# ---- ssd1306_fb_streamer ----
### Zoomed window, ssd1306_fb_streamer

The bar under the picture is 5 um long. Window x 28 to 48, y 44 to 64 um. Cells in gray, sequential cells in the stronger gray; small squares are vias.
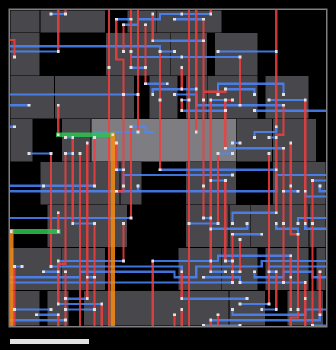

## config.mk

```make
export PLATFORM = sky130hd
export DESIGN_NAME = ssd1306_fb_streamer
export DESIGN_NICKNAME = d
export VERILOG_FILES = /design/src/rtl/ssd1306_fb_streamer.sv
export SDC_FILE = /design/constraint.sdc
export NUM_CORES = 1
export LEC_CHECK = 0
export CORE_MARGIN = 2
export CORE_UTILIZATION = 30
export CTS_CLUSTER_SIZE = 28
export DETAILED_ROUTE_END_ITERATION = 12
export PLACE_DENSITY = 0.52
export REMOVE_ABC_BUFFERS = 1
export SLEW_MARGIN = 10
export SYNTH_ARGS = -nofsm -noshare
export SYNTH_HDL_FRONTEND = slang
export SYNTH_SLANG_ARGS = --single-unit
export TNS_END_PERCENT = 100
```

## constraint.sdc

```tcl
create_clock -name clk -period 2.01 [get_ports clk]
set_input_delay 0.603 -clock clk [delete_from_list [all_inputs] [get_ports clk]]
set_output_delay 0.603 -clock clk [all_outputs]
set_load 0.01 [all_outputs]
```

## src/rtl/ssd1306_fb_streamer.sv

```systemverilog
// ssd1306_fb_streamer: streams a 128x64 framebuffer to an SSD1306 over an I2C byte master.
// Sends the addressing command transaction, then one data transaction carrying every framebuffer byte.
module ssd1306_fb_streamer #(
    parameter logic [6:0] I2C_ADDR = 7'h3C,
    parameter int         FB_BYTES = 1024
) (
    input  logic       clk,
    input  logic       resetn,
    input  logic       start,
    input  logic       gfx_ready,
    output logic [9:0] fb_addr,
    output logic       fb_rd,
    input  logic [7:0] fb_data,
    output logic [7:0] tx_data,
    output logic       tx_start,
    output logic       tx_stop,
    output logic       tx_valid,
    input  logic       tx_ready,
    output logic       busy,
    output logic       done
);
    localparam int AW = $clog2(FB_BYTES);

    typedef enum logic [2:0] {IDLE, WAIT_GFX, CMD, DHDR, FETCH, LATCH, DATA, FIN} state_t;

    state_t        state, state_next;
    logic [2:0]    idx;
    logic [AW-1:0] n;
    logic [7:0]    hold;
    logic [7:0]    cmd_byte;
    logic          accept;
    logic          last_n;

    assign accept = tx_valid && tx_ready;
    assign last_n = n == AW'(FB_BYTES - 1);

    // idx walks the bytes of the command and data-header transactions; it restarts on every state change
    always_ff @(posedge clk or negedge resetn) begin
        if (!resetn) begin
            state <= IDLE;
            idx   <= '0;
            n     <= '0;
            hold  <= '0;
        end else begin
            state <= state_next;
            idx   <= (state_next != state) ? 3'd0 : accept ? idx + 3'd1 : idx;
            if (state == DHDR)
                n <= '0;
            else if (state == DATA && accept && !last_n)
                n <= n + AW'(1);
            if (state == LATCH)
                hold <= fb_data;
        end
    end

    always_comb begin
        state_next = state;
        case (state)
            IDLE:     state_next = start ? WAIT_GFX : IDLE;
            WAIT_GFX: state_next = gfx_ready ? CMD : WAIT_GFX;
            CMD:      state_next = (accept && idx == 3'd7) ? DHDR : CMD;
            DHDR:     state_next = (accept && idx == 3'd1) ? FETCH : DHDR;
            FETCH:    state_next = LATCH;
            LATCH:    state_next = DATA;
            DATA:     state_next = accept ? (last_n ? FIN : FETCH) : DATA;
            FIN:      state_next = IDLE;
            default:  state_next = IDLE;
        endcase
    end

    // all outputs decode from registered state, so they hold steady while a byte waits for acceptance
    always_comb begin
        cmd_byte = idx == 3'd0 ? {I2C_ADDR, 1'b0} :
                   idx == 3'd2 ? 8'h21 :
                   idx == 3'd4 ? 8'h7F :
                   idx == 3'd5 ? 8'h22 :
                   idx == 3'd7 ? 8'h07 : 8'h00;
        tx_valid = state == CMD || state == DHDR || state == DATA;
        tx_data  = state == CMD  ? cmd_byte :
                   state == DHDR ? (idx == 3'd0 ? {I2C_ADDR, 1'b0} : 8'h40) :
                   state == DATA ? hold : 8'h00;
        tx_start = (state == CMD || state == DHDR) && idx == 3'd0;
        tx_stop  = (state == CMD && idx == 3'd7) || (state == DATA && last_n);
        fb_rd    = state == FETCH;
        fb_addr  = fb_rd ? 10'(n) : 10'd0;
        busy     = state != IDLE;
        done     = state == FIN;
    end
endmodule

```

# ---- ioctl_loader_bridge ----
### src/rtl/ioctl_loader_bridge.sv
// Buffers the HPS ioctl download stream in a small FIFO and hands bytes to the
// core loader port with a strobe/acknowledge handshake; latches done after one image.
module ioctl_loader_bridge #(
    parameter int         DEPTH = 4,
    parameter int         AW    = 20,
    parameter logic [7:0] INDEX = 8'hFF
) (
    input  logic          clk_sys,
    input  logic          reset,
    input  logic          ioctl_download,
    input  logic [7:0]    ioctl_index,
    input  logic          ioctl_wr,
    input  logic [24:0]   ioctl_addr,
    input  logic [7:0]    ioctl_dout,
    output logic          ioctl_wait,
    output logic [AW-1:0] ldr_addr,
    output logic [7:0]    ldr_wdat,
    output logic          ldr_aen,
    output logic          ldr_wr,
    input  logic          ldr_ack,
    output logic          ldr_done,
    output logic          ldr_overflow
);
    localparam int PW = (DEPTH > 1) ? $clog2(DEPTH) : 1;
    localparam int CW = PW + 1;

    typedef enum logic [1:0] {IDLE, LOAD, DRAIN, DONE} state_t;

    state_t          state, state_next;
    logic [AW+7:0]   mem [DEPTH];
    logic [PW-1:0]   wr_ptr, rd_ptr;
    logic [CW-1:0]   count;
    logic            old_download, old_ack;
    logic            index_ok, in_range, full, empty;
    logic            req, push, drop, pop, start;
    logic [AW+7:0]   head;

    assign index_ok = (INDEX == 8'hFF) || (ioctl_index == INDEX);
    assign in_range = (ioctl_addr >> AW) == 25'd0;
    assign full     = count == CW'(DEPTH);
    assign empty    = count == '0;
    assign req      = (state == LOAD) && ioctl_wr && index_ok;
    assign push     = req && in_range && !full;
    assign drop     = req && (!in_range || full);
    assign pop      = ldr_wr && ldr_ack && !old_ack;
    // An empty FIFO forwards the incoming byte so the strobe rises one cycle after ioctl_wr.
    assign head     = empty ? {ioctl_addr[AW-1:0], ioctl_dout} : mem[rd_ptr];
    assign start    = !ldr_wr && (!empty || push);

    always_ff @(posedge clk_sys) begin
        if (push) mem[wr_ptr] <= {ioctl_addr[AW-1:0], ioctl_dout};
    end

    always_ff @(posedge clk_sys or posedge reset) begin
        if (reset) begin
            state        <= IDLE;
            wr_ptr       <= '0;
            rd_ptr       <= '0;
            count        <= '0;
            old_download <= 1'b0;
            old_ack      <= 1'b0;
            ldr_wr       <= 1'b0;
            ldr_addr     <= '0;
            ldr_wdat     <= '0;
            ldr_overflow <= 1'b0;
        end else begin
            state        <= state_next;
            old_download <= ioctl_download;
            old_ack      <= ldr_ack;
            if (push) wr_ptr <= wr_ptr + 1'b1;
            if (pop)  rd_ptr <= rd_ptr + 1'b1;
            case ({push, pop})
                2'b10:   count <= count + 1'b1;
                2'b01:   count <= count - 1'b1;
                default: count <= count;
            endcase
            if (drop) ldr_overflow <= 1'b1;
            // Address/data are captured only when the strobe rises, so they hold while it is high.
            if (pop) begin
                ldr_wr <= 1'b0;
            end else if (start) begin
                ldr_wr   <= 1'b1;
                ldr_addr <= head[AW+7:8];
                ldr_wdat <= head[7:0];
            end
        end
    end

    always_comb begin
        state_next = state;
        ldr_aen    = 1'b0;
        ldr_done   = 1'b0;
        ioctl_wait = 1'b0;
        case (state)
            IDLE:  if (ioctl_download && !old_download && index_ok) state_next = LOAD;
            LOAD: begin
                ldr_aen    = 1'b1;
                ioctl_wait = count >= CW'(DEPTH - 1);
                if (!ioctl_download && old_download) state_next = DRAIN;
            end
            DRAIN: begin
                ldr_aen = 1'b1;
                if (empty && !ldr_wr) state_next = DONE;
            end
            DONE:  ldr_done = 1'b1;
            default: state_next = IDLE;
        endcase
    end
endmodule

### config.mk
export PLATFORM = sky130hd
export DESIGN_NAME = ioctl_loader_bridge
export DESIGN_NICKNAME = d
export VERILOG_FILES = /design/src/rtl/ioctl_loader_bridge.sv
export SDC_FILE = /design/constraint.sdc
export NUM_CORES = 1
export LEC_CHECK = 0
export ABC_AREA = 1
export CORE_MARGIN = 2
export CORE_UTILIZATION = 60
export DETAILED_ROUTE_END_ITERATION = 7
export HOLD_SLACK_MARGIN = 0.08
export PLACE_DENSITY_LB_ADDON = 0.2
export SLEW_MARGIN = 30
export SYNTH_ARGS = -nofsm -noshare
export SYNTH_HDL_FRONTEND = slang
export SYNTH_SLANG_ARGS = --single-unit
### constraint.sdc
create_clock -name clk_sys -period 6.65 [get_ports clk_sys]
set_clock_uncertainty 0.1 [all_clocks]
set_input_delay 0.9975 -clock clk_sys [delete_from_list [all_inputs] [get_ports clk_sys]]
set_output_delay 0.9975 -clock clk_sys [all_outputs]
set_load 0.02 [all_outputs]
# ---- serial_adder ----
===== src/rtl/serial_adder.sv =====
// Bit-serial ripple adder: one full-adder cell plus a carry FF, LSB first over WIDTH clocks.
// Define SERIAL_ADDER_OVF_EN to add the registered signed-overflow output ovf.
module serial_adder #(
    parameter int WIDTH = 8
) (
    input  logic             clk,
    input  logic             rst_n,
    input  logic             start,
    input  logic [WIDTH-1:0] a,
    input  logic [WIDTH-1:0] b,
    input  logic             cin,
    output logic [WIDTH-1:0] sum,
    output logic             cout,
    output logic             busy,
    output logic             done
`ifdef SERIAL_ADDER_OVF_EN
    ,
    output logic             ovf
`endif
);
    localparam int CW = (WIDTH > 1) ? $clog2(WIDTH) : 1;

    typedef enum logic [1:0] {IDLE, SHIFT, DONE} state_t;

    state_t           state_q;
    logic [WIDTH-1:0] a_sr_q, b_sr_q;
    logic [WIDTH-2:0] psum_q;
    logic             c_q;
    logic [CW-1:0]    cnt_q;

    logic             s_d, c_d;
    logic [WIDTH-1:0] psum_d;

    // The full-adder cell; psum_d is the partial sum with this cycle's bit at the MSB.
    assign s_d    = a_sr_q[0] ^ b_sr_q[0] ^ c_q;
    assign c_d    = (a_sr_q[0] & b_sr_q[0]) | (a_sr_q[0] & c_q) | (b_sr_q[0] & c_q);
    assign psum_d = {s_d, psum_q};

    always_ff @(posedge clk) begin
        if (!rst_n) begin
            state_q <= IDLE;
            a_sr_q  <= '0;
            b_sr_q  <= '0;
            psum_q  <= '0;
            c_q     <= 1'b0;
            cnt_q   <= '0;
            sum     <= '0;
            cout    <= 1'b0;
            busy    <= 1'b0;
            done    <= 1'b0;
`ifdef SERIAL_ADDER_OVF_EN
            ovf     <= 1'b0;
`endif
        end else begin
            case (state_q)
                IDLE: begin
                    done <= 1'b0;
                    if (start) begin
                        a_sr_q  <= a;
                        b_sr_q  <= b;
                        c_q     <= cin;
                        cnt_q   <= '0;
                        busy    <= 1'b1;
                        state_q <= SHIFT;
                    end
                end
                SHIFT: begin
                    a_sr_q <= a_sr_q >> 1;
                    b_sr_q <= b_sr_q >> 1;
                    psum_q <= psum_d[WIDTH-1:1];
                    c_q    <= c_d;
                    cnt_q  <= cnt_q + CW'(1);
                    if (cnt_q == CW'(WIDTH - 1)) begin
                        sum     <= psum_d;
                        cout    <= c_d;
                        busy    <= 1'b0;
                        done    <= 1'b1;
                        state_q <= DONE;
`ifdef SERIAL_ADDER_OVF_EN
                        // c_q is the carry into the MSB on the last bit.
                        ovf     <= c_q ^ c_d;
`endif
                    end
                end
                DONE: begin
                    done    <= 1'b0;
                    state_q <= IDLE;
                end
                default: state_q <= IDLE;
            endcase
        end
    end
endmodule

===== config.mk =====
export PLATFORM = sky130hd
export DESIGN_NAME = serial_adder
export DESIGN_NICKNAME = d
export VERILOG_FILES = /design/src/rtl/serial_adder.sv
export SDC_FILE = /design/constraint.sdc
export NUM_CORES = 1
export LEC_CHECK = 0
export ABC_AREA = 1
export CAP_MARGIN = 20
export CORE_ASPECT_RATIO = 0.75
export CORE_MARGIN = 3
export CORE_UTILIZATION = 47
export CTS_CLUSTER_DIAMETER = 30
export CTS_CLUSTER_SIZE = 10
export DETAILED_ROUTE_END_ITERATION = 10
export PLACE_DENSITY = 0.75
export SLEW_MARGIN = 20
export SYNTH_ARGS = -nofsm -noshare
export SYNTH_HDL_FRONTEND = slang
export SYNTH_SLANG_ARGS = --single-unit

===== constraint.sdc =====
create_clock -name clk -period 1.2 [get_ports clk]
set_input_delay 0.3 -clock clk [delete_from_list [all_inputs] [get_ports clk]]
set_output_delay 0.3 -clock clk [all_outputs]
set_load 0.01 [all_outputs]

# ---- serial_subtractor_ctrl ----
==> config.mk <==
export PLATFORM = sky130hd
export DESIGN_NAME = serial_subtractor_ctrl
export DESIGN_NICKNAME = d
export VERILOG_FILES = /design/src/rtl/serial_subtractor_ctrl.sv
export SDC_FILE = /design/constraint.sdc
export NUM_CORES = 1
export LEC_CHECK = 0
export ABC_AREA = 1
export CAP_MARGIN = 20
export CORE_MARGIN = 3
export CORE_UTILIZATION = 50
export DETAILED_ROUTE_END_ITERATION = 12
export GPL_ROUTABILITY_DRIVEN = 0
export GPL_TIMING_DRIVEN = 0
export PLACE_DENSITY = 0.75
export SLEW_MARGIN = 20
export SYNTH_ARGS = -nofsm -noshare
export SYNTH_HDL_FRONTEND = slang
export SYNTH_SLANG_ARGS = --single-unit
==> constraint.sdc <==
create_clock -name clk -period 3.1 [get_ports clk]
set_input_delay 0.62 -clock clk [delete_from_list [all_inputs] [get_ports clk]]
set_output_delay 0.62 -clock clk [all_outputs]
set_load 0.1 [all_outputs]
==> src/rtl/serial_subtractor_ctrl.sv <==
// Bit-serial WIDTH-bit subtractor (a - b - bin), one bit per clock LSB first, with start/done handshake.
// Define SERIAL_SUB_OVF_EN to add the signed-overflow output ovf.
module serial_subtractor_ctrl #(
    parameter int WIDTH = 8
) (
    input  logic             clk,
    input  logic             rst,
    input  logic             start,
    input  logic [WIDTH-1:0] a,
    input  logic [WIDTH-1:0] b,
    input  logic             bin,
    output logic             busy,
    output logic             done,
    output logic [WIDTH-1:0] diff,
`ifdef SERIAL_SUB_OVF_EN
    output logic             bout,
    output logic             ovf
`else
    output logic             bout
`endif
);

    localparam int CNT_W = $clog2(WIDTH);
    localparam logic [CNT_W-1:0] LAST_BIT = CNT_W'(WIDTH - 1);

    typedef enum logic [1:0] {
        S_IDLE,
        S_SHIFT,
        S_DONE
    } state_t;

    state_t             state_q, state_d;
    logic [WIDTH-1:0]   a_q, a_d;
    logic [WIDTH-1:0]   b_q, b_d;
    logic [WIDTH-1:0]   res_q, res_d;
    logic               brw_q, brw_d;
    logic [CNT_W-1:0]   cnt_q, cnt_d;
    logic [WIDTH-1:0]   diff_q, diff_d;
    logic               bout_q, bout_d;
`ifdef SERIAL_SUB_OVF_EN
    logic               ovf_q, ovf_d;
`endif

    // Full-subtractor slice on the current LSBs and the registered borrow.
    logic slice_x, slice_y, slice_d, slice_c_next;

    always_comb begin
        slice_x      = a_q[0];
        slice_y      = b_q[0];
        slice_d      = slice_x ^ slice_y ^ brw_q;
        slice_c_next = (~slice_x & slice_y) | (~slice_x & brw_q) | (slice_y & brw_q);
    end

    always_ff @(posedge clk or posedge rst) begin
        if (rst) begin
            state_q <= S_IDLE;
            a_q     <= '0;
            b_q     <= '0;
            res_q   <= '0;
            brw_q   <= 1'b0;
            cnt_q   <= '0;
            diff_q  <= '0;
            bout_q  <= 1'b0;
`ifdef SERIAL_SUB_OVF_EN
            ovf_q   <= 1'b0;
`endif
        end else begin
            state_q <= state_d;
            a_q     <= a_d;
            b_q     <= b_d;
            res_q   <= res_d;
            brw_q   <= brw_d;
            cnt_q   <= cnt_d;
            diff_q  <= diff_d;
            bout_q  <= bout_d;
`ifdef SERIAL_SUB_OVF_EN
            ovf_q   <= ovf_d;
`endif
        end
    end

    always_comb begin
        state_d = state_q;
        a_d     = a_q;
        b_d     = b_q;
        res_d   = res_q;
        brw_d   = brw_q;
        cnt_d   = cnt_q;
        diff_d  = diff_q;
        bout_d  = bout_q;
`ifdef SERIAL_SUB_OVF_EN
        ovf_d   = ovf_q;
`endif

        unique case (state_q)
            S_IDLE, S_DONE: begin
                if (start) begin
                    a_d     = a;
                    b_d     = b;
                    brw_d   = bin;
                    cnt_d   = '0;
                    state_d = S_SHIFT;
                end else begin
                    state_d = S_IDLE;
                end
            end

            S_SHIFT: begin
                a_d   = a_q >> 1;
                b_d   = b_q >> 1;
                res_d = {slice_d, res_q[WIDTH-1:1]};
                brw_d = slice_c_next;
                if (cnt_q == LAST_BIT) begin
                    // Counter holds here; the next load resets it, so it never overflows.
                    diff_d  = {slice_d, res_q[WIDTH-1:1]};
                    bout_d  = slice_c_next;
`ifdef SERIAL_SUB_OVF_EN
                    ovf_d   = brw_q ^ slice_c_next;
`endif
                    state_d = S_DONE;
                end else begin
                    cnt_d = cnt_q + CNT_W'(1);
                end
            end

            default: state_d = S_IDLE;
        endcase
    end

    assign busy = (state_q == S_SHIFT);
    assign done = (state_q == S_DONE);
    assign diff = diff_q;
    assign bout = bout_q;
`ifdef SERIAL_SUB_OVF_EN
    assign ovf  = ovf_q;
`endif

endmodule
### Pin placement, serial_subtractor_ctrl

The bar under the picture is 20 um long. Pins as bars across the die edge, other pins in gray.
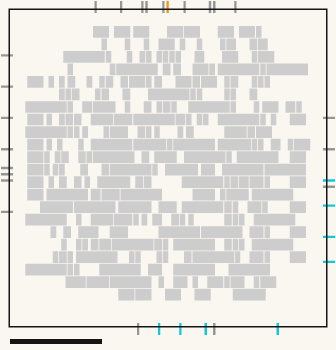
legend:
  diff:
    color: cyan
    pins: 8
    direction: output
    edge: 4 bottom, 4 right
  bin:
    color: orange
    pins: 1
    direction: input
    edge: top
all pins by edge: 10 top, 8 left, 7 right, 6 bottom

==> flow_summary_export.csv, serial_subtractor_ctrl <==
group,metric,value,unit
synthesis,ys_warn_count,0,
finish,comb_area_frac,0.300,
synthesis,synthTopCellsByArea,"dfrtp_1 48%, nand2_1 12%, inv_1 8.0%",
cts,ctsHoldBuffers,0,
finish,logic_gate_count,132,
setup_path,r2r_start,"cnt_q[0]",
setup_path,critPathLaunchType,"register",
run_status,status,"finished clean",
synthesis,synth-simple-area-share,0.294,
routing,drc,0,
timing,drv_slew,0,
run,cap_violations,0,
synthesis,netlist.top_cell.by_area,"dfrtp_1",
routing,top_layer_used,"met4",
timing,fmax,344,MHz
finish,finalNonFillerCells,311,
setup_path,r2r_end,"cnt_q[0]",
power,swShare,0.470,
global_route,met2_usage,0.272,
die,core.rowCount,22,
synthesis,ff_type,"dfrtp_1",
global_route,overflow,0,
timing,whs,0.478,ns
cts,cts_max_level,2,
setup_path,setup.worst_path.class,"reg -> out",
power,power_density,1150,nW/um^2
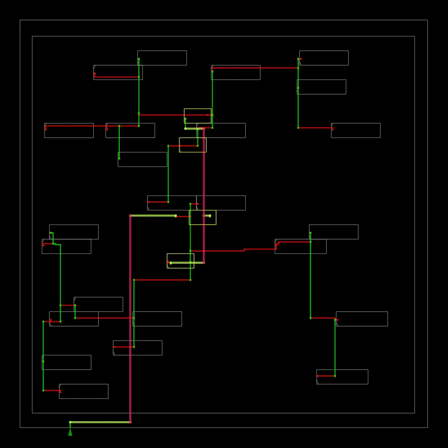
*Clock nets, ssd1306_fb_streamer*
Clk power: 0.354 mW
clock buffer count: 4
sequential cells: 24
TritonCTS buffer count: 3

About 'Zoomed window' of ssd1306_fb_streamer:
legend:
  met4:
    color: orange
  met3:
    color: green
  met1:
    color: blue
  met2:
    color: red
most frequent: buf_4 (8), nand2_1 (3), nand4_1 (3)
cells with their middle in the window: 35
netlist names of flops here include: n (1)
sequential cells in the window: 1

==> flow_summary_export.csv, ssd1306_fb_streamer <==
group,metric,value,unit
min_path,whs_path_depth,1,
finish,logic_gate_count,134,
synthesis,avgSynthCellArea,9.06,um^2
finish,antenna_cells,0,
run_status,status,"finished with violations",
finish,drive_gt1_frac,0.585,
power,p_clk_frac,0.102,
finish,inv_count,6,
placed_design,dp_slack,-0.407,ns
min_path,hold_start,"hold[7]",
synthesis,synth.area.mux_share,0.0825,
power,power.internal,2.09,mW
finish,layout_top_cell,"buf_4",
die,die_h,76.5,um
cts,ctsHoldBuffers,0,
cts,clk_pin_slew,0.10,ns
setup_path,critPathLaunchType,"register",
routing,wl_met3,137,um
finish,finalNonFillerCells,352,
timing,fin_tns_setup,-2.92,ns
setup_path,crit_buf_inv,2,
synthesis,ff_type,"dfrtp_1",
placed_design,place_area,2400,um^2
routing,wl_per_cell,15.8,um
synthesis,synth.distinct_cells,45,
routing,top_layer_used,"met4",
routing,met1_length,2360,um
run,cap_violations,0,
finish,comb_area_frac,0.392,
timing,fmax,437,MHz
timing,setup-violations-final,21,
timing,fin_ws,-0.279,ns
run_status,violations,"negative setup slack",
setup_path,reg2reg_depth,9,
synthesis,ys.flops,24,
cts,clk_latency,0.28,ns
timing,rsz0062_at_grt,"yes",
cts,cts_setup_buffers,19,
### Gate-type map, serial_adder

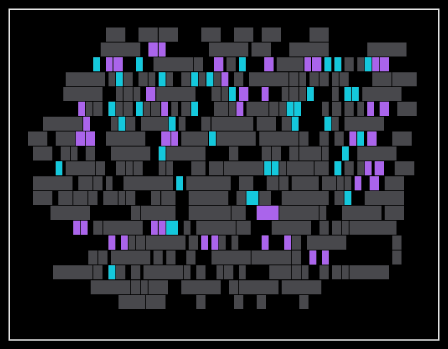
legend:
  NOR gates:
    color: purple
    cells: 43
    most_used: nor2_1
  inverters:
    color: cyan
    cells: 36
    most_used: inv_1

==> flow_summary_export.csv, serial_adder <==
group,metric,value,unit
finish,post-route-util,0.636,
synthesis,synthTopCellsByArea,"dfxtp_1 43%, nand3_1 12%, nand2_1 9.4%",
timing,hold_viol_final,0,
finish,logic_gate_count,166,
synthesis,syn_area,1850,um^2
synthesis,async_reset_ff_frac,0,
finish,area_growth_syn_to_layout,27.8,%
power,power.leakage,1.10,nW
power,comb_power,0.503,mW
finish,antenna_cells,0,
finish,fin_area,2360,um^2
cts,clock_sinks,40,
die,dieArea,4720,um^2
setup_path,r2r_start,"a_sr_q[0]",
run_status,status,"finished clean",
cts,clk_pin_slew,0.07,ns
synthesis,ys_sh_aoi,0.0597,
cts,cts-buffers-inserted,5,
power,p_clk,0.904,mW
timing,fin_ws,0.0457,ns
finish,layout.area.top_class,"multi-input combinational cells",
power,seq_cell_power,1.46,mW
setup_path,cp_data_arrival_time,0.85,ns
synthesis,synth.distinct_cells,23,
power,p_clk_frac,0.316,
cts,clk_latency,0.29,ns
die,n_tap_cell,52,
finish,layout_top_cell,"nand2_1",
power,power_leader,"registers",
routing,vias,1636,
die,die_width,78.4,um
placed_design,place_area,2250,um^2
finish,clock_cell_area_share,0.0382,
global_route,gr-usage-met1,0.247,
setup_path,critPathLaunchType,"register",
timing,worstMarginPinSlew,0.326,ns
synthesis,edf_count,0,
synthesis,netlist.top_cell.by_area,"dfxtp_1",
power,power.internal,2.12,mW
synthesis,logic_family,"simple AND/OR/NAND/NOR gates",
timing,drv_slew,0,
run,warnings,26,
cts,cts_setup_buffers,0,
timing,whs,0.462,ns
synthesis,ys.flops,40,
timing,fmax,866,MHz
setup_path,setup.worst_path.class,"reg -> out",
power,p_comb_frac,0.176,
power,switchingPower,0.741,mW
### Gate-type map, ioctl_loader_bridge

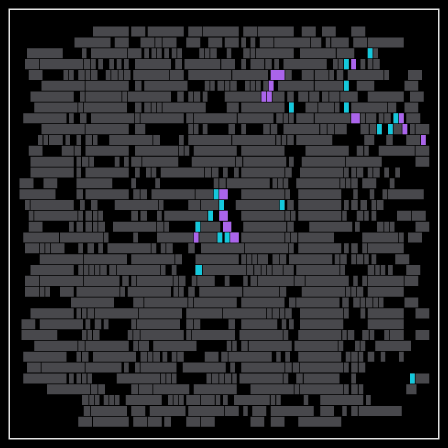
legend:
  inverters:
    color: cyan
    cells: 17
    most_used: inv_1
  NOR gates:
    color: purple
    cells: 14
    most_used: nor2_1

### Zoomed window, ioctl_loader_bridge

The bar under the picture is 5 um long. Window x 44 to 64, y 65 to 85 um. Cells in gray, sequential cells in the stronger gray; small squares are vias.
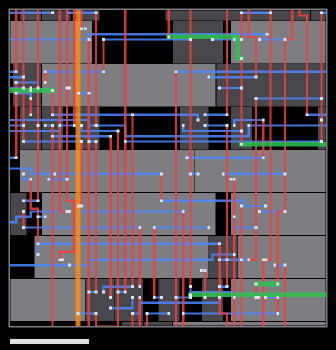
legend:
  met4:
    color: orange
  met2:
    color: red
  met1:
    color: blue
  met3:
    color: green
cells with their middle in the window: 23
most frequent: edfxtp_1 (9), nand2_1 (7), nand3_1 (4)
netlist names of flops here include: mem (9)
sequential cells in the window: 9

==> flow_summary_export.csv, ioctl_loader_bridge <==
group,metric,value,unit
timing,whs,0.366,ns
die,die_h,107,um
synthesis,ys_chip_area,6420,um^2
placed_design,post-dp-hpwl,7710,um
setup_path,critPathMaxFanout,4,
timing,fmax,313,MHz
power,sequentialPowerShare,0.356,
finish,n_all_buffers,80,
finish,inv_count,17,
run,cap_violations,0,
finish,flops,153,
routing,finalWirelength,13600,um
finish,clock_buffers,21,
cts,cts-buffers-inserted,17,
setup_path,critPathTopFamily,"buffers and inverters",
synthesis,avgSynthCellArea,10.8,um^2
power,power.internal,2.17,mW
die,core.rowCount,37,
routing,met2WireLength,6970,um
setup_path,slowest_stage,"clkdlybuf4s50_1",
finish,antenna_cells,0,
synthesis,synth_top_cell_by_count,"nand2_1",
finish,seq_share,0.566,
timing,finalCritPeriodShare,0.481,
finish,layout_top_cell,"nand2_1",
synthesis,synth.top_cells.by_count,"238 x nand2_1, 115 x nand3_1, 112 x edfxtp_1",
die,dieArea,11500,um^2
synthesis,ys_warn_count,0,
synthesis,syn_area,6420,um^2
finish,finalNonFillerCells,811,
power,swShare,0.365,
finish,largest_reg_flops,112,
synthesis,fa_ha_area_frac,0.0207,
power,switchingPower,1.25,mW
global_route,grt_use_total,0.255,
run_status,status,"finished clean",
finish,n_fill_cell,707,
global_route,gr-usage-met1,0.329,
cts,cts_max_level,4,
routing,top_layer_used,"met4",
setup_path,crit_end,"ioctl_wait",
routing,first_pass_iters,7,
finish,lay_top_cells,"237 x nand2_1, 115 x nand3_1, 112 x edfxtp_1",
synthesis,logic_family,"simple AND/OR/NAND/NOR gates",
setup_path,crit_cells,4,
timing,drv_slew,0,
setup_path,r2r_start,"state[1]",
setup_path,cp_data_arrival_time,2.10,ns
setup_path,critPathLaunchType,"register",
finish,buf_share,0.100,
finish,fin_area,7760,um^2
cts,cts_tree,"yes",
power,power_density,440,nW/um^2

## Gallery

Routed metal per tile.
Plate I
The die is cut into 15 by 15 equal tiles; white is low, dark blue is high, scaled to the fullest tile. Values are wire area over tile area, all layers added.
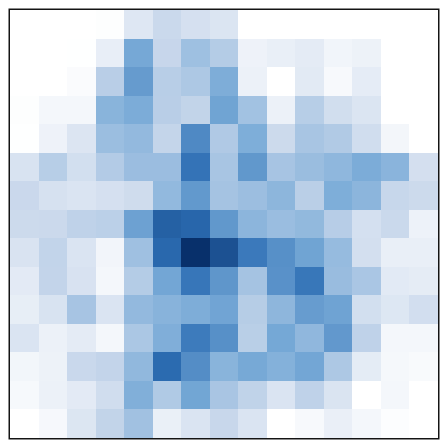
Plate II
The die is cut into 21 by 21 equal tiles; white is low, dark blue is high, scaled to the fullest tile. Values are wire area over tile area, all layers added.
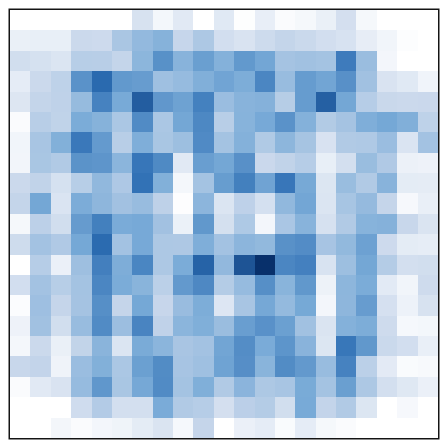
Plate III
The die is cut into 16 by 12 equal tiles; white is low, dark blue is high, scaled to the fullest tile. Values are wire area over tile area, all layers added.
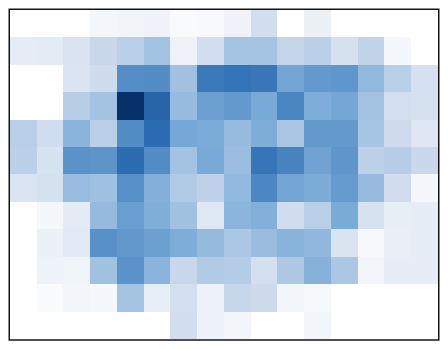
Plate IV
The die is cut into 14 by 14 equal tiles; white is low, dark blue is high, scaled to the fullest tile. Values are wire area over tile area, all layers added.
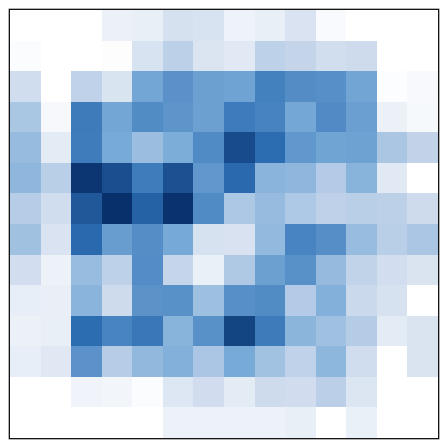
ssd1306_fb_streamer is Plate I.
serial_subtractor_ctrl is Plate IV.
ioctl_loader_bridge is Plate II.
serial_adder is Plate III.


# ---- vga_blank_cmd_scheduler ----
### Pin placement, vga_blank_cmd_scheduler

The bar under the picture is 50 um long. Pins as bars across the die edge, other pins in gray.
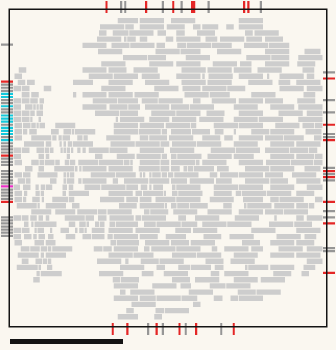

**src/rtl/vga_blank_cmd_scheduler.sv**
```systemverilog
// vga_blank_cmd_scheduler: FIFO-buffers host draw commands and releases them
// to the draw engine only while the raster is outside the visible picture.
// Ports: clk, rst (async, active-high); x/y/active raster position from the
// timing generator; cmd_valid/cmd_ready/cmd_data host side; eng_valid/
// eng_ready/eng_data/eng_done engine side; fifo_level, frame_cmds, sticky
// overrun with overrun_clr.
// Optional macro VGA_SCHED_HBLANK_EN: also issue "short" commands
// (cmd_data[CMD_WIDTH-1]==1) during horizontal blanking of visible lines.
module vga_blank_cmd_scheduler #(
    parameter int CMD_WIDTH      = 24,
    parameter int FIFO_DEPTH     = 8,
    parameter int V_VIS_START    = 35,
    parameter int V_VIS_END      = 515,
    parameter int GUARD_LINES    = 2,
    parameter int MAX_CMDS_FRAME = 64
) (
    input  logic                              clk,
    input  logic                              rst,
    input  logic [9:0]                        x,
    input  logic [9:0]                        y,
    input  logic                              active,
    input  logic                              cmd_valid,
    output logic                              cmd_ready,
    input  logic [CMD_WIDTH-1:0]              cmd_data,
    output logic                              eng_valid,
    input  logic                              eng_ready,
    output logic [CMD_WIDTH-1:0]              eng_data,
    input  logic                              eng_done,
    output logic [$clog2(FIFO_DEPTH):0]       fifo_level,
    output logic [7:0]                        frame_cmds,
    output logic                              overrun,
    input  logic                              overrun_clr
);

    localparam int AW = $clog2(FIFO_DEPTH);
    localparam int LW = AW + 1;

    localparam logic [9:0] Y_OPEN_END = 10'(V_VIS_START - GUARD_LINES);
    localparam logic [9:0] Y_VIS_BEG  = 10'(V_VIS_START);
    localparam logic [9:0] Y_VIS_END  = 10'(V_VIS_END);

    localparam logic [1:0] S_IDLE  = 2'd0;
    localparam logic [1:0] S_ISSUE = 2'd1;
    localparam logic [1:0] S_BUSY  = 2'd2;

    logic [CMD_WIDTH-1:0] mem_q [FIFO_DEPTH];
    logic [AW-1:0]        wr_ptr_q, wr_ptr_d;
    logic [AW-1:0]        rd_ptr_q, rd_ptr_d;
    logic [LW-1:0]        level_q, level_d;
    logic [1:0]           state_q, state_d;
    logic                 window_q, window_d;
    logic                 hwin_q, hwin_d;
    logic [7:0]           frame_cmds_q, frame_cmds_d;
    logic                 overrun_q, overrun_d;

    logic full, empty, push, pop;
    logic frame_start, cap_ok, may_issue;

    assign full      = (level_q == LW'(FIFO_DEPTH));
    assign empty     = (level_q == '0);
    assign cmd_ready = !full && !rst;
    assign push      = cmd_valid && cmd_ready;
    assign eng_valid = (state_q == S_ISSUE);
    assign eng_data  = mem_q[rd_ptr_q];
    assign pop       = eng_valid && eng_ready;

    assign fifo_level = level_q;
    assign frame_cmds = frame_cmds_q;
    assign overrun    = overrun_q;

    assign frame_start = (x == 10'd0) && (y == 10'd0);
    assign cap_ok = (MAX_CMDS_FRAME == 0) ||
                    ({24'd0, frame_cmds_q} < MAX_CMDS_FRAME);

    // Window flags are registered, so decisions lag the raster by one cycle.
    always_comb begin
        window_d = (y >= Y_VIS_END) || (y < Y_OPEN_END);
        hwin_d   = !active && (y >= Y_VIS_BEG) && (y < Y_VIS_END);
    end

`ifdef VGA_SCHED_HBLANK_EN
    // A long head command blocks the queue until vertical blanking.
    assign may_issue = (window_q || (hwin_q && eng_data[CMD_WIDTH-1]))
                       && !empty && cap_ok;
`else
    assign may_issue = window_q && !empty && cap_ok;
`endif

    always_comb begin
        wr_ptr_d = push ? wr_ptr_q + AW'(1) : wr_ptr_q;
        rd_ptr_d = pop  ? rd_ptr_q + AW'(1) : rd_ptr_q;
        level_d  = level_q;
        if (push && !pop) level_d = level_q + LW'(1);
        if (pop && !push) level_d = level_q - LW'(1);
    end

    // Frame start clears the count; a handshake on that cycle counts as 1.
    always_comb begin
        frame_cmds_d = frame_start ? 8'd0 : frame_cmds_q;
        if (pop && frame_cmds_d != 8'hFF) frame_cmds_d = frame_cmds_d + 8'd1;
    end

    always_comb begin
        state_d = state_q;
        case (state_q)
            S_IDLE:  if (may_issue) state_d = S_ISSUE;
            S_ISSUE: if (eng_ready) state_d = eng_done ? S_IDLE : S_BUSY;
            S_BUSY:  if (eng_done)  state_d = S_IDLE;
            default: state_d = S_IDLE;
        endcase
    end

    // Set has priority over clear.
    always_comb begin
        overrun_d = overrun_q;
        if (overrun_clr) overrun_d = 1'b0;
        if (active && state_q != S_IDLE) overrun_d = 1'b1;
    end

    always_ff @(posedge clk) begin
        if (push) mem_q[wr_ptr_q] <= cmd_data;
    end

    always_ff @(posedge clk or posedge rst) begin
        if (rst) begin
            wr_ptr_q     <= '0;
            rd_ptr_q     <= '0;
            level_q      <= '0;
            state_q      <= S_IDLE;
            window_q     <= 1'b0;
            hwin_q       <= 1'b0;
            frame_cmds_q <= 8'd0;
            overrun_q    <= 1'b0;
        end else begin
            wr_ptr_q     <= wr_ptr_d;
            rd_ptr_q     <= rd_ptr_d;
            level_q      <= level_d;
            state_q      <= state_d;
            window_q     <= window_d;
            hwin_q       <= hwin_d;
            frame_cmds_q <= frame_cmds_d;
            overrun_q    <= overrun_d;
        end
    end

endmodule
```
**config.mk**
```make
export PLATFORM = sky130hd
export DESIGN_NAME = vga_blank_cmd_scheduler
export DESIGN_NICKNAME = d
export VERILOG_FILES = /design/src/rtl/vga_blank_cmd_scheduler.sv
export SDC_FILE = /design/constraint.sdc
export NUM_CORES = 1
export LEC_CHECK = 0
export CAP_MARGIN = 30
export CORE_UTILIZATION = 45
export CTS_CLUSTER_DIAMETER = 80
export DETAILED_ROUTE_END_ITERATION = 8
export GPL_TIMING_DRIVEN = 0
export PLACE_DENSITY_LB_ADDON = 0.3
export SLEW_MARGIN = 10
export SYNTH_ARGS = -nofsm -noshare
export SYNTH_HDL_FRONTEND = slang
export SYNTH_SLANG_ARGS = --single-unit
```
**constraint.sdc**
```tcl
create_clock -name clk -period 2.8 [get_ports clk]
set_input_delay 0.56 -clock clk [delete_from_list [all_inputs] [get_ports clk]]
set_output_delay 0.56 -clock clk [all_outputs]
set_load 0.1 [all_outputs]
```
# ---- ps2_mouse_rx ----
<file path="src/rtl/ps2_mouse_rx.sv">
// PS/2 mouse packet receiver: synchronised frame capture, start/parity/stop checks,
// 3- or 4-byte packet assembly with timeout resync, decoded deltas behind a one-entry valid/ready stage.
module ps2_mouse_rx #(
  parameter int PACKET_BYTES   = 3,      // 3 (standard) or 4 (wheel)
  parameter int DELTA_WIDTH    = 9,
  parameter bit SATURATE       = 1'b1,
  parameter int TIMEOUT_CYCLES = 20000,
  parameter int SYNC_STAGES    = 2
) (
  input  logic                   i_clk,
  input  logic                   i_reset,
  input  logic                   i_PS2Clk,
  input  logic                   i_PS2Data,
  input  logic                   i_ready,
  output logic                   o_valid,
  output logic [DELTA_WIDTH-1:0] o_dx,
  output logic [DELTA_WIDTH-1:0] o_dy,
  output logic [3:0]             o_dz,
  output logic                   o_l_click,
  output logic                   o_r_click,
  output logic                   o_m_click,
  output logic                   o_x_ov,
  output logic                   o_y_ov,
  output logic                   o_frame_err,
  output logic                   o_sync_err,
  output logic                   o_overrun
);

  localparam int         TO_W     = $clog2(TIMEOUT_CYCLES + 1);
  localparam logic [1:0] LAST_IDX = 2'(PACKET_BYTES - 1);

  logic [SYNC_STAGES-1:0] clk_sync;
  logic [SYNC_STAGES-1:0] dat_sync;
  logic                   clk_prev;
  logic                   ps2_clk_s;
  logic                   ps2_dat_s;
  logic                   fall;

  logic [3:0]      bit_cnt;
  logic [9:0]      shreg;
  logic [1:0]      byte_idx;
  logic [TO_W-1:0] to_cnt;
  logic            to_hit;

  logic [10:0] frame;
  logic [7:0]  rx_byte;
  logic        frame_done;
  logic        frame_ok;
  logic        byte_acc;
  logic        sync_bad;
  logic        pkt_last;

  logic       frame_err_q;
  logic       pkt_done;
  logic [2:0] btn_q;
  logic       xs_q, ys_q, xov_q, yov_q;
  logic [7:0] b1_q, b2_q;
  logic [3:0] b3_q;

  logic [8:0]             dx9, dy9;
  logic [DELTA_WIDTH-1:0] dx_ext, dy_ext;
  logic [3:0]             dz_val;

  assign ps2_clk_s = clk_sync[SYNC_STAGES-1];
  assign ps2_dat_s = dat_sync[SYNC_STAGES-1];
  assign fall      = clk_prev & ~ps2_clk_s;

  // Synchronisers reset to 1 so an idle bus never looks like a falling edge.
  always_ff @(posedge i_clk) begin
    if (i_reset) begin
      clk_sync <= '1;
      dat_sync <= '1;
      clk_prev <= 1'b1;
    end else begin
      clk_sync <= {clk_sync[SYNC_STAGES-2:0], i_PS2Clk};
      dat_sync <= {dat_sync[SYNC_STAGES-2:0], i_PS2Data};
      clk_prev <= ps2_clk_s;
    end
  end

  always_comb begin
    to_hit     = (to_cnt == TO_W'(TIMEOUT_CYCLES));
    frame      = {ps2_dat_s, shreg};
    rx_byte    = frame[8:1];
    frame_done = fall & ~to_hit & (bit_cnt == 4'd10);
    frame_ok   = ~frame[0] & (^frame[9:1]) & frame[10];
    byte_acc   = frame_done & frame_ok & ((byte_idx != 2'd0) | rx_byte[3]);
    sync_bad   = frame_done & frame_ok & (byte_idx == 2'd0) & ~rx_byte[3];
    pkt_last   = byte_acc & (byte_idx == LAST_IDX);
  end

  // A timeout wins over a coincident edge: the whole frame/packet is abandoned.
  always_ff @(posedge i_clk) begin
    if (i_reset) begin
      bit_cnt     <= '0;
      shreg       <= '0;
      byte_idx    <= '0;
      to_cnt      <= '0;
      frame_err_q <= 1'b0;
      o_sync_err  <= 1'b0;
      pkt_done    <= 1'b0;
    end else begin
      frame_err_q <= frame_done & ~frame_ok;
      o_sync_err  <= sync_bad;
      pkt_done    <= pkt_last;
      if (to_hit) begin
        bit_cnt  <= '0;
        byte_idx <= '0;
        to_cnt   <= '0;
      end else begin
        if (fall) begin
          shreg   <= {ps2_dat_s, shreg[9:1]};
          bit_cnt <= (bit_cnt == 4'd10) ? 4'd0 : bit_cnt + 4'd1;
        end
        if (frame_done && !frame_ok)
          byte_idx <= '0;
        else if (byte_acc)
          byte_idx <= pkt_last ? 2'd0 : byte_idx + 2'd1;
        if (fall || (bit_cnt == 4'd0 && byte_idx == 2'd0))
          to_cnt <= '0;
        else
          to_cnt <= to_cnt + TO_W'(1);
      end
    end
  end

  always_ff @(posedge i_clk) begin
    if (i_reset) begin
      btn_q <= '0;
      xs_q  <= 1'b0;
      ys_q  <= 1'b0;
      xov_q <= 1'b0;
      yov_q <= 1'b0;
      b1_q  <= '0;
      b2_q  <= '0;
      b3_q  <= '0;
    end else if (byte_acc) begin
      case (byte_idx)
        2'd0: begin
          btn_q <= rx_byte[2:0];
          xs_q  <= rx_byte[4];
          ys_q  <= rx_byte[5];
          xov_q <= rx_byte[6];
          yov_q <= rx_byte[7];
        end
        2'd1: b1_q <= rx_byte;
        2'd2: b2_q <= rx_byte;
        2'd3: b3_q <= rx_byte[3:0];
        default: ;
      endcase
    end
  end

  always_comb begin
    dx9 = {xs_q, b1_q};
    dy9 = {ys_q, b2_q};
    if (SATURATE && xov_q) dx9 = xs_q ? 9'h100 : 9'h0FF;
    if (SATURATE && yov_q) dy9 = ys_q ? 9'h100 : 9'h0FF;
    dx_ext = DELTA_WIDTH'($signed(dx9));
    dy_ext = DELTA_WIDTH'($signed(dy9));
    dz_val = (PACKET_BYTES == 4) ? b3_q : 4'h0;
  end

  // One-entry output stage; a packet arriving while the entry is held and not drained is dropped.
  always_ff @(posedge i_clk) begin
    if (i_reset) begin
      o_valid   <= 1'b0;
      o_dx      <= '0;
      o_dy      <= '0;
      o_dz      <= '0;
      o_l_click <= 1'b0;
      o_r_click <= 1'b0;
      o_m_click <= 1'b0;
      o_x_ov    <= 1'b0;
      o_y_ov    <= 1'b0;
      o_overrun <= 1'b0;
    end else begin
      o_overrun <= 1'b0;
      if (pkt_done) begin
        if (!o_valid || i_ready) begin
          o_valid   <= 1'b1;
          o_dx      <= dx_ext;
          o_dy      <= dy_ext;
          o_dz      <= dz_val;
          o_l_click <= btn_q[0];
          o_r_click <= btn_q[1];
          o_m_click <= btn_q[2];
          o_x_ov    <= xov_q;
          o_y_ov    <= yov_q;
        end else begin
          o_overrun <= 1'b1;
        end
      end else if (o_valid && i_ready) begin
        o_valid <= 1'b0;
      end
    end
  end

  assign o_frame_err = frame_err_q | to_hit;

endmodule

</file>
<file path="config.mk">
export PLATFORM = sky130hd
export DESIGN_NAME = ps2_mouse_rx
export DESIGN_NICKNAME = d
export VERILOG_FILES = /design/src/rtl/ps2_mouse_rx.sv
export SDC_FILE = /design/constraint.sdc
export NUM_CORES = 1
export LEC_CHECK = 0
export CAP_MARGIN = 20
export CORE_MARGIN = 2
export CORE_UTILIZATION = 50
export CTS_BUF_LIST = sky130_fd_sc_hd__clkbuf_4
export DETAILED_ROUTE_END_ITERATION = 16
export PLACE_DENSITY = 0.72
export SLEW_MARGIN = 5
export SYNTH_ARGS = -nofsm -noshare
export SYNTH_HDL_FRONTEND = slang
export SYNTH_SLANG_ARGS = --single-unit
</file>
<file path="constraint.sdc">
create_clock -name i_clk -period 5 [get_ports i_clk]
set_input_delay 1 -clock i_clk [delete_from_list [all_inputs] [get_ports i_clk]]
set_output_delay 1 -clock i_clk [all_outputs]
set_load 0.03 [all_outputs]
</file>
### Zoomed window, vga_blank_cmd_scheduler

The bar under the picture is 5 um long. Window x 60 to 80, y 88 to 108 um. Cells in gray, sequential cells in the stronger gray; small squares are vias.
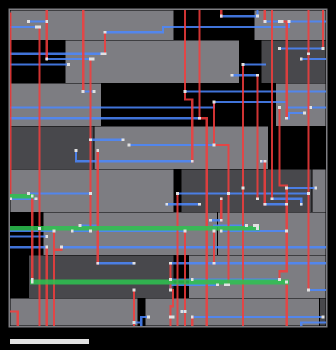
legend:
  met2:
    color: red
  met1:
    color: blue
  met3:
    color: green
sequential cells in the window: 10
cells with their middle in the window: 13
netlist names of flops here include: mem_q (10)
most frequent: edfxtp_1 (10)

## Picture notes: 'Pin placement' of vga_blank_cmd_scheduler
legend:
  eng_valid:
    color: magenta
    pins: 1
    direction: output
    edge: left
  x:
    color: cyan
    pins: 10
    direction: input
    edge: left
  cmd_data:
    color: red
    pins: 24
    direction: input
    edge: 8 right, 7 top, 6 bottom, 3 left
all pins by edge: 47 left, 20 right, 13 top, 10 bottom

==> flow_summary_export.csv, vga_blank_cmd_scheduler <==
group,metric,value,unit
run_status,status,"finished clean",
synthesis,syn_area,8490,um^2
finish,antenna_cells,0,
synthesis,async_reset_ff_frac,0.103,
cts,root_buffer,"clkbuf_16",
run,cap_violations,0,
cts,post_cts_resized,186,
finish,nNetsFinal,620,
power,seq_cell_power,4.09,mW
finish,fin_area,11100,um^2
routing,antenna_left,0,
die,core_area,18200,um^2
power,p_comb_frac,0.499,
finish,flops,214,
cts,clk_latency,0.49,ns
power,power_leader,"combinational logic",
setup_path,cp_data_arrival_time,2.23,ns
timing,fin_ws,0.0128,ns
finish,clock_buffers,32,
timing,fin_tns_setup,0,ns
die,die_width,139,um
power,switchingPower,5.37,mW
finish,largest_reg_flops,192,
setup_path,slowest_stage,"mux4_2",
power,power_density,1210,nW/um^2
power,comb_power,6.72,mW
synthesis,top_cell_area_share,0.679,
placed_design,dp_slack,-0.821,ns
finish,regMostFlops,"mem_q",
run,warnings,30,
synthesis,ys_seq_frac,0.744,
synthesis,synthCells,419,
power,peakVddDrop,1.17,mV
timing,finalCritPeriodShare,0.995,
finish,n_all_buffers,133,
routing,drc,0,
setup_path,crit_path_start,"rd_ptr_q[0]",
synthesis,avgSynthCellArea,20.3,um^2
finish,drive_gt1_frac,0.325,
synthesis,synthTopCellsByArea,"edfxtp_1 68%, mux4_2 13%, dfrtp_1 6.5%",
synthesis,ys.flops,214,
routing,met1_length,7120,um
finish,lay_top_cells,"192 x edfxtp_1, 63 x clkdlybuf4s50_1, 48 x mux4_2",
routing,vias,4456,
setup_path,reg2reg_depth,4,
die,n_tap_cell,229,
global_route,met3_usage,0.0334,
cts,cts.path.max_buffers,3,
placed_design,gp_congestion,0.757,
cts,ctsHoldBuffers,0,
setup_path,crit_cells,5,
synthesis,synth-simple-area-share,0.0441,
min_path,hold_class,"in -> async",
placed_design,port_buffers,89,
timing,whs,0.373,ns
finish,flop_area,6320,um^2
synthesis,synthXorXnorAreaFrac,0.00929,
power,swShare,0.399,
setup_path,critPathMaxFanout,5,
placed_design,place_area,9850,um^2
global_route,overflow,0,
placed_design,post-dp-hpwl,9930,um
routing,post_drt_via_cell_ratio,5.54,
### Zoomed window, ps2_mouse_rx

The bar under the picture is 5 um long. Window x 34 to 54, y 51 to 71 um. Cells in gray, sequential cells in the stronger gray; small squares are vias.
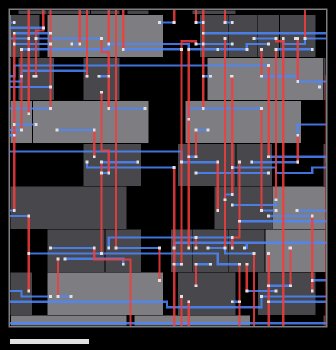
legend:
  met2:
    color: red
  met1:
    color: blue
sequential cells in the window: 6
netlist names of flops here include: b1_q (2)
most frequent: nand2b_1 (7), mux2i_1 (6), dfxtp_1 (6)
cells with their middle in the window: 25

==> flow_summary_export.csv, ps2_mouse_rx <==
group,metric,value,unit
finish,inv_count,7,
finish,nNetsFinal,410,
routing,first_pass_iters,4,
cts,clk_latency,0.43,ns
placed_design,place_area,3850,um^2
synthesis,logic_family,"simple AND/OR/NAND/NOR gates",
routing,drc,0,
setup_path,setup.worst_path.class,"reg -> out",
die,top_level_ports,36,
setup_path,crit_end,"o_frame_err",
synthesis,fa_ha_area_frac,0.00712,
cts,clock_sinks,87,
setup_path,reg2reg_depth,5,
setup_path,crit_cells,6,
power,power_density,279,nW/um^2
power,p_total,1.12,mW
power,power_leader,"registers",
routing,finalWirelength,6180,um
synthesis,async_reset_ff_frac,0,
power,swShare,0.226,
finish,flops,87,
cts,cts_setup_buffers,0,
setup_path,worst_ep_required_time,4.00,ns
timing,min_period,3.31,ns
die,dieArea,7720,um^2
routing,top_layer_used,"met4",
setup_path,critPathMaxFanout,6,
global_route,gr-usage-met1,0.223,
placed_design,post-dp-hpwl,4250,um
setup_path,crit_path_start,"to_cnt[0]",
timing,worstMarginPinSlew,0.633,ns
finish,final-comb-area,1650,um^2
global_route,grt_pass1_wl,10400,um
finish,reg_top3,"to_cnt (15), shreg (10)",
cts,cts.path.max_buffers,2,
synthesis,synth_top_cell_by_count,"dfxtp_1",
cts,post_cts_resized,0,
finish,finalNonFillerCells,504,
synthesis,avgSynthCellArea,9.30,um^2
synthesis,synthCells,378,
power,seq_cell_power,0.698,mW
die,core_area,6790,um^2
synthesis,synthTopCellsByArea,"dfxtp_1 50%, mux2i_1 9.4%, nand2b_1 6.2%",
cts,root_buffer,"clkbuf_4",
run_status,status,"finished clean",
synthesis,synth.area.mux_share,0.0940,
finish,fin_area,4010,um^2
power,p_clk_frac,0.345,
global_route,grt_pass1_vias,2323,
global_route,grt_busiest_layer,"met2",
finish,post-route-util,0.590,
finish,n_all_buffers,33,
cts,ctsHoldBuffers,0,
power,p_clk,0.386,mW
routing,post_drt_via_cell_ratio,4.97,
min_path,whs_path_depth,1,
die,fp_util,0.517,
synthesis,ys_warn_count,0,
timing,setup-violations-final,0,
min_path,hold_class,"reg -> reg",
global_route,met2_usage,0.271,
die,n_tap_cell,96,
timing,fin_ws,1.69,ns
timing,hold_viol_final,0,
setup_path,crit_buf_inv,2,
synthesis,ys_seq_frac,0.495,
run,warnings,27,
global_route,overflow,0,
die,die_width,87.9,um
finish,flop_area,1740,um^2


==> gallery <==
Clock nets.
shot_01.png
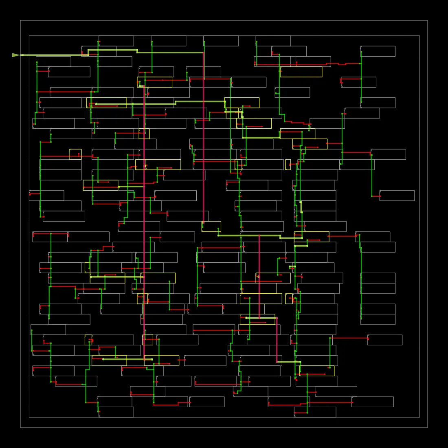
shot_02.png
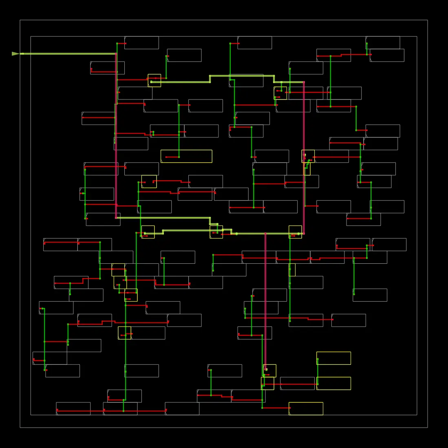
shot_03.png
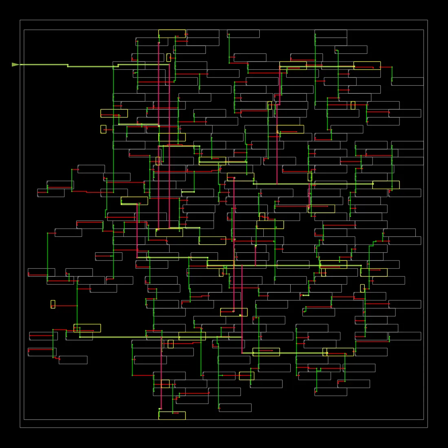
shot_04.png
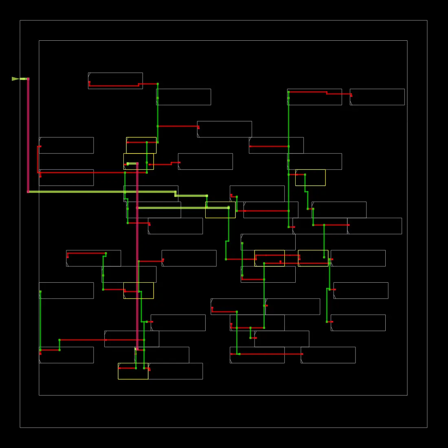
shot_05.png
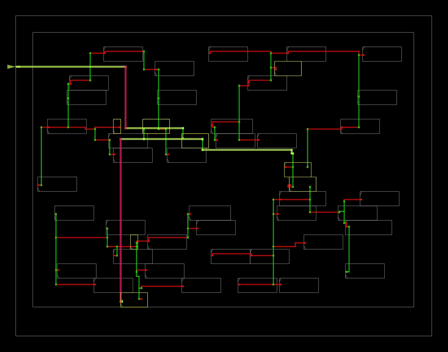
The one with the most sequential cells is shot_03.png.
shot_03.png comes from vga_blank_cmd_scheduler.
shot_05.png comes from serial_adder.
shot_01.png comes from ioctl_loader_bridge.
shot_02.png comes from ps2_mouse_rx.
shot_04.png comes from serial_subtractor_ctrl.

No activity file was given, so power comes from the tool's default toggle rates.
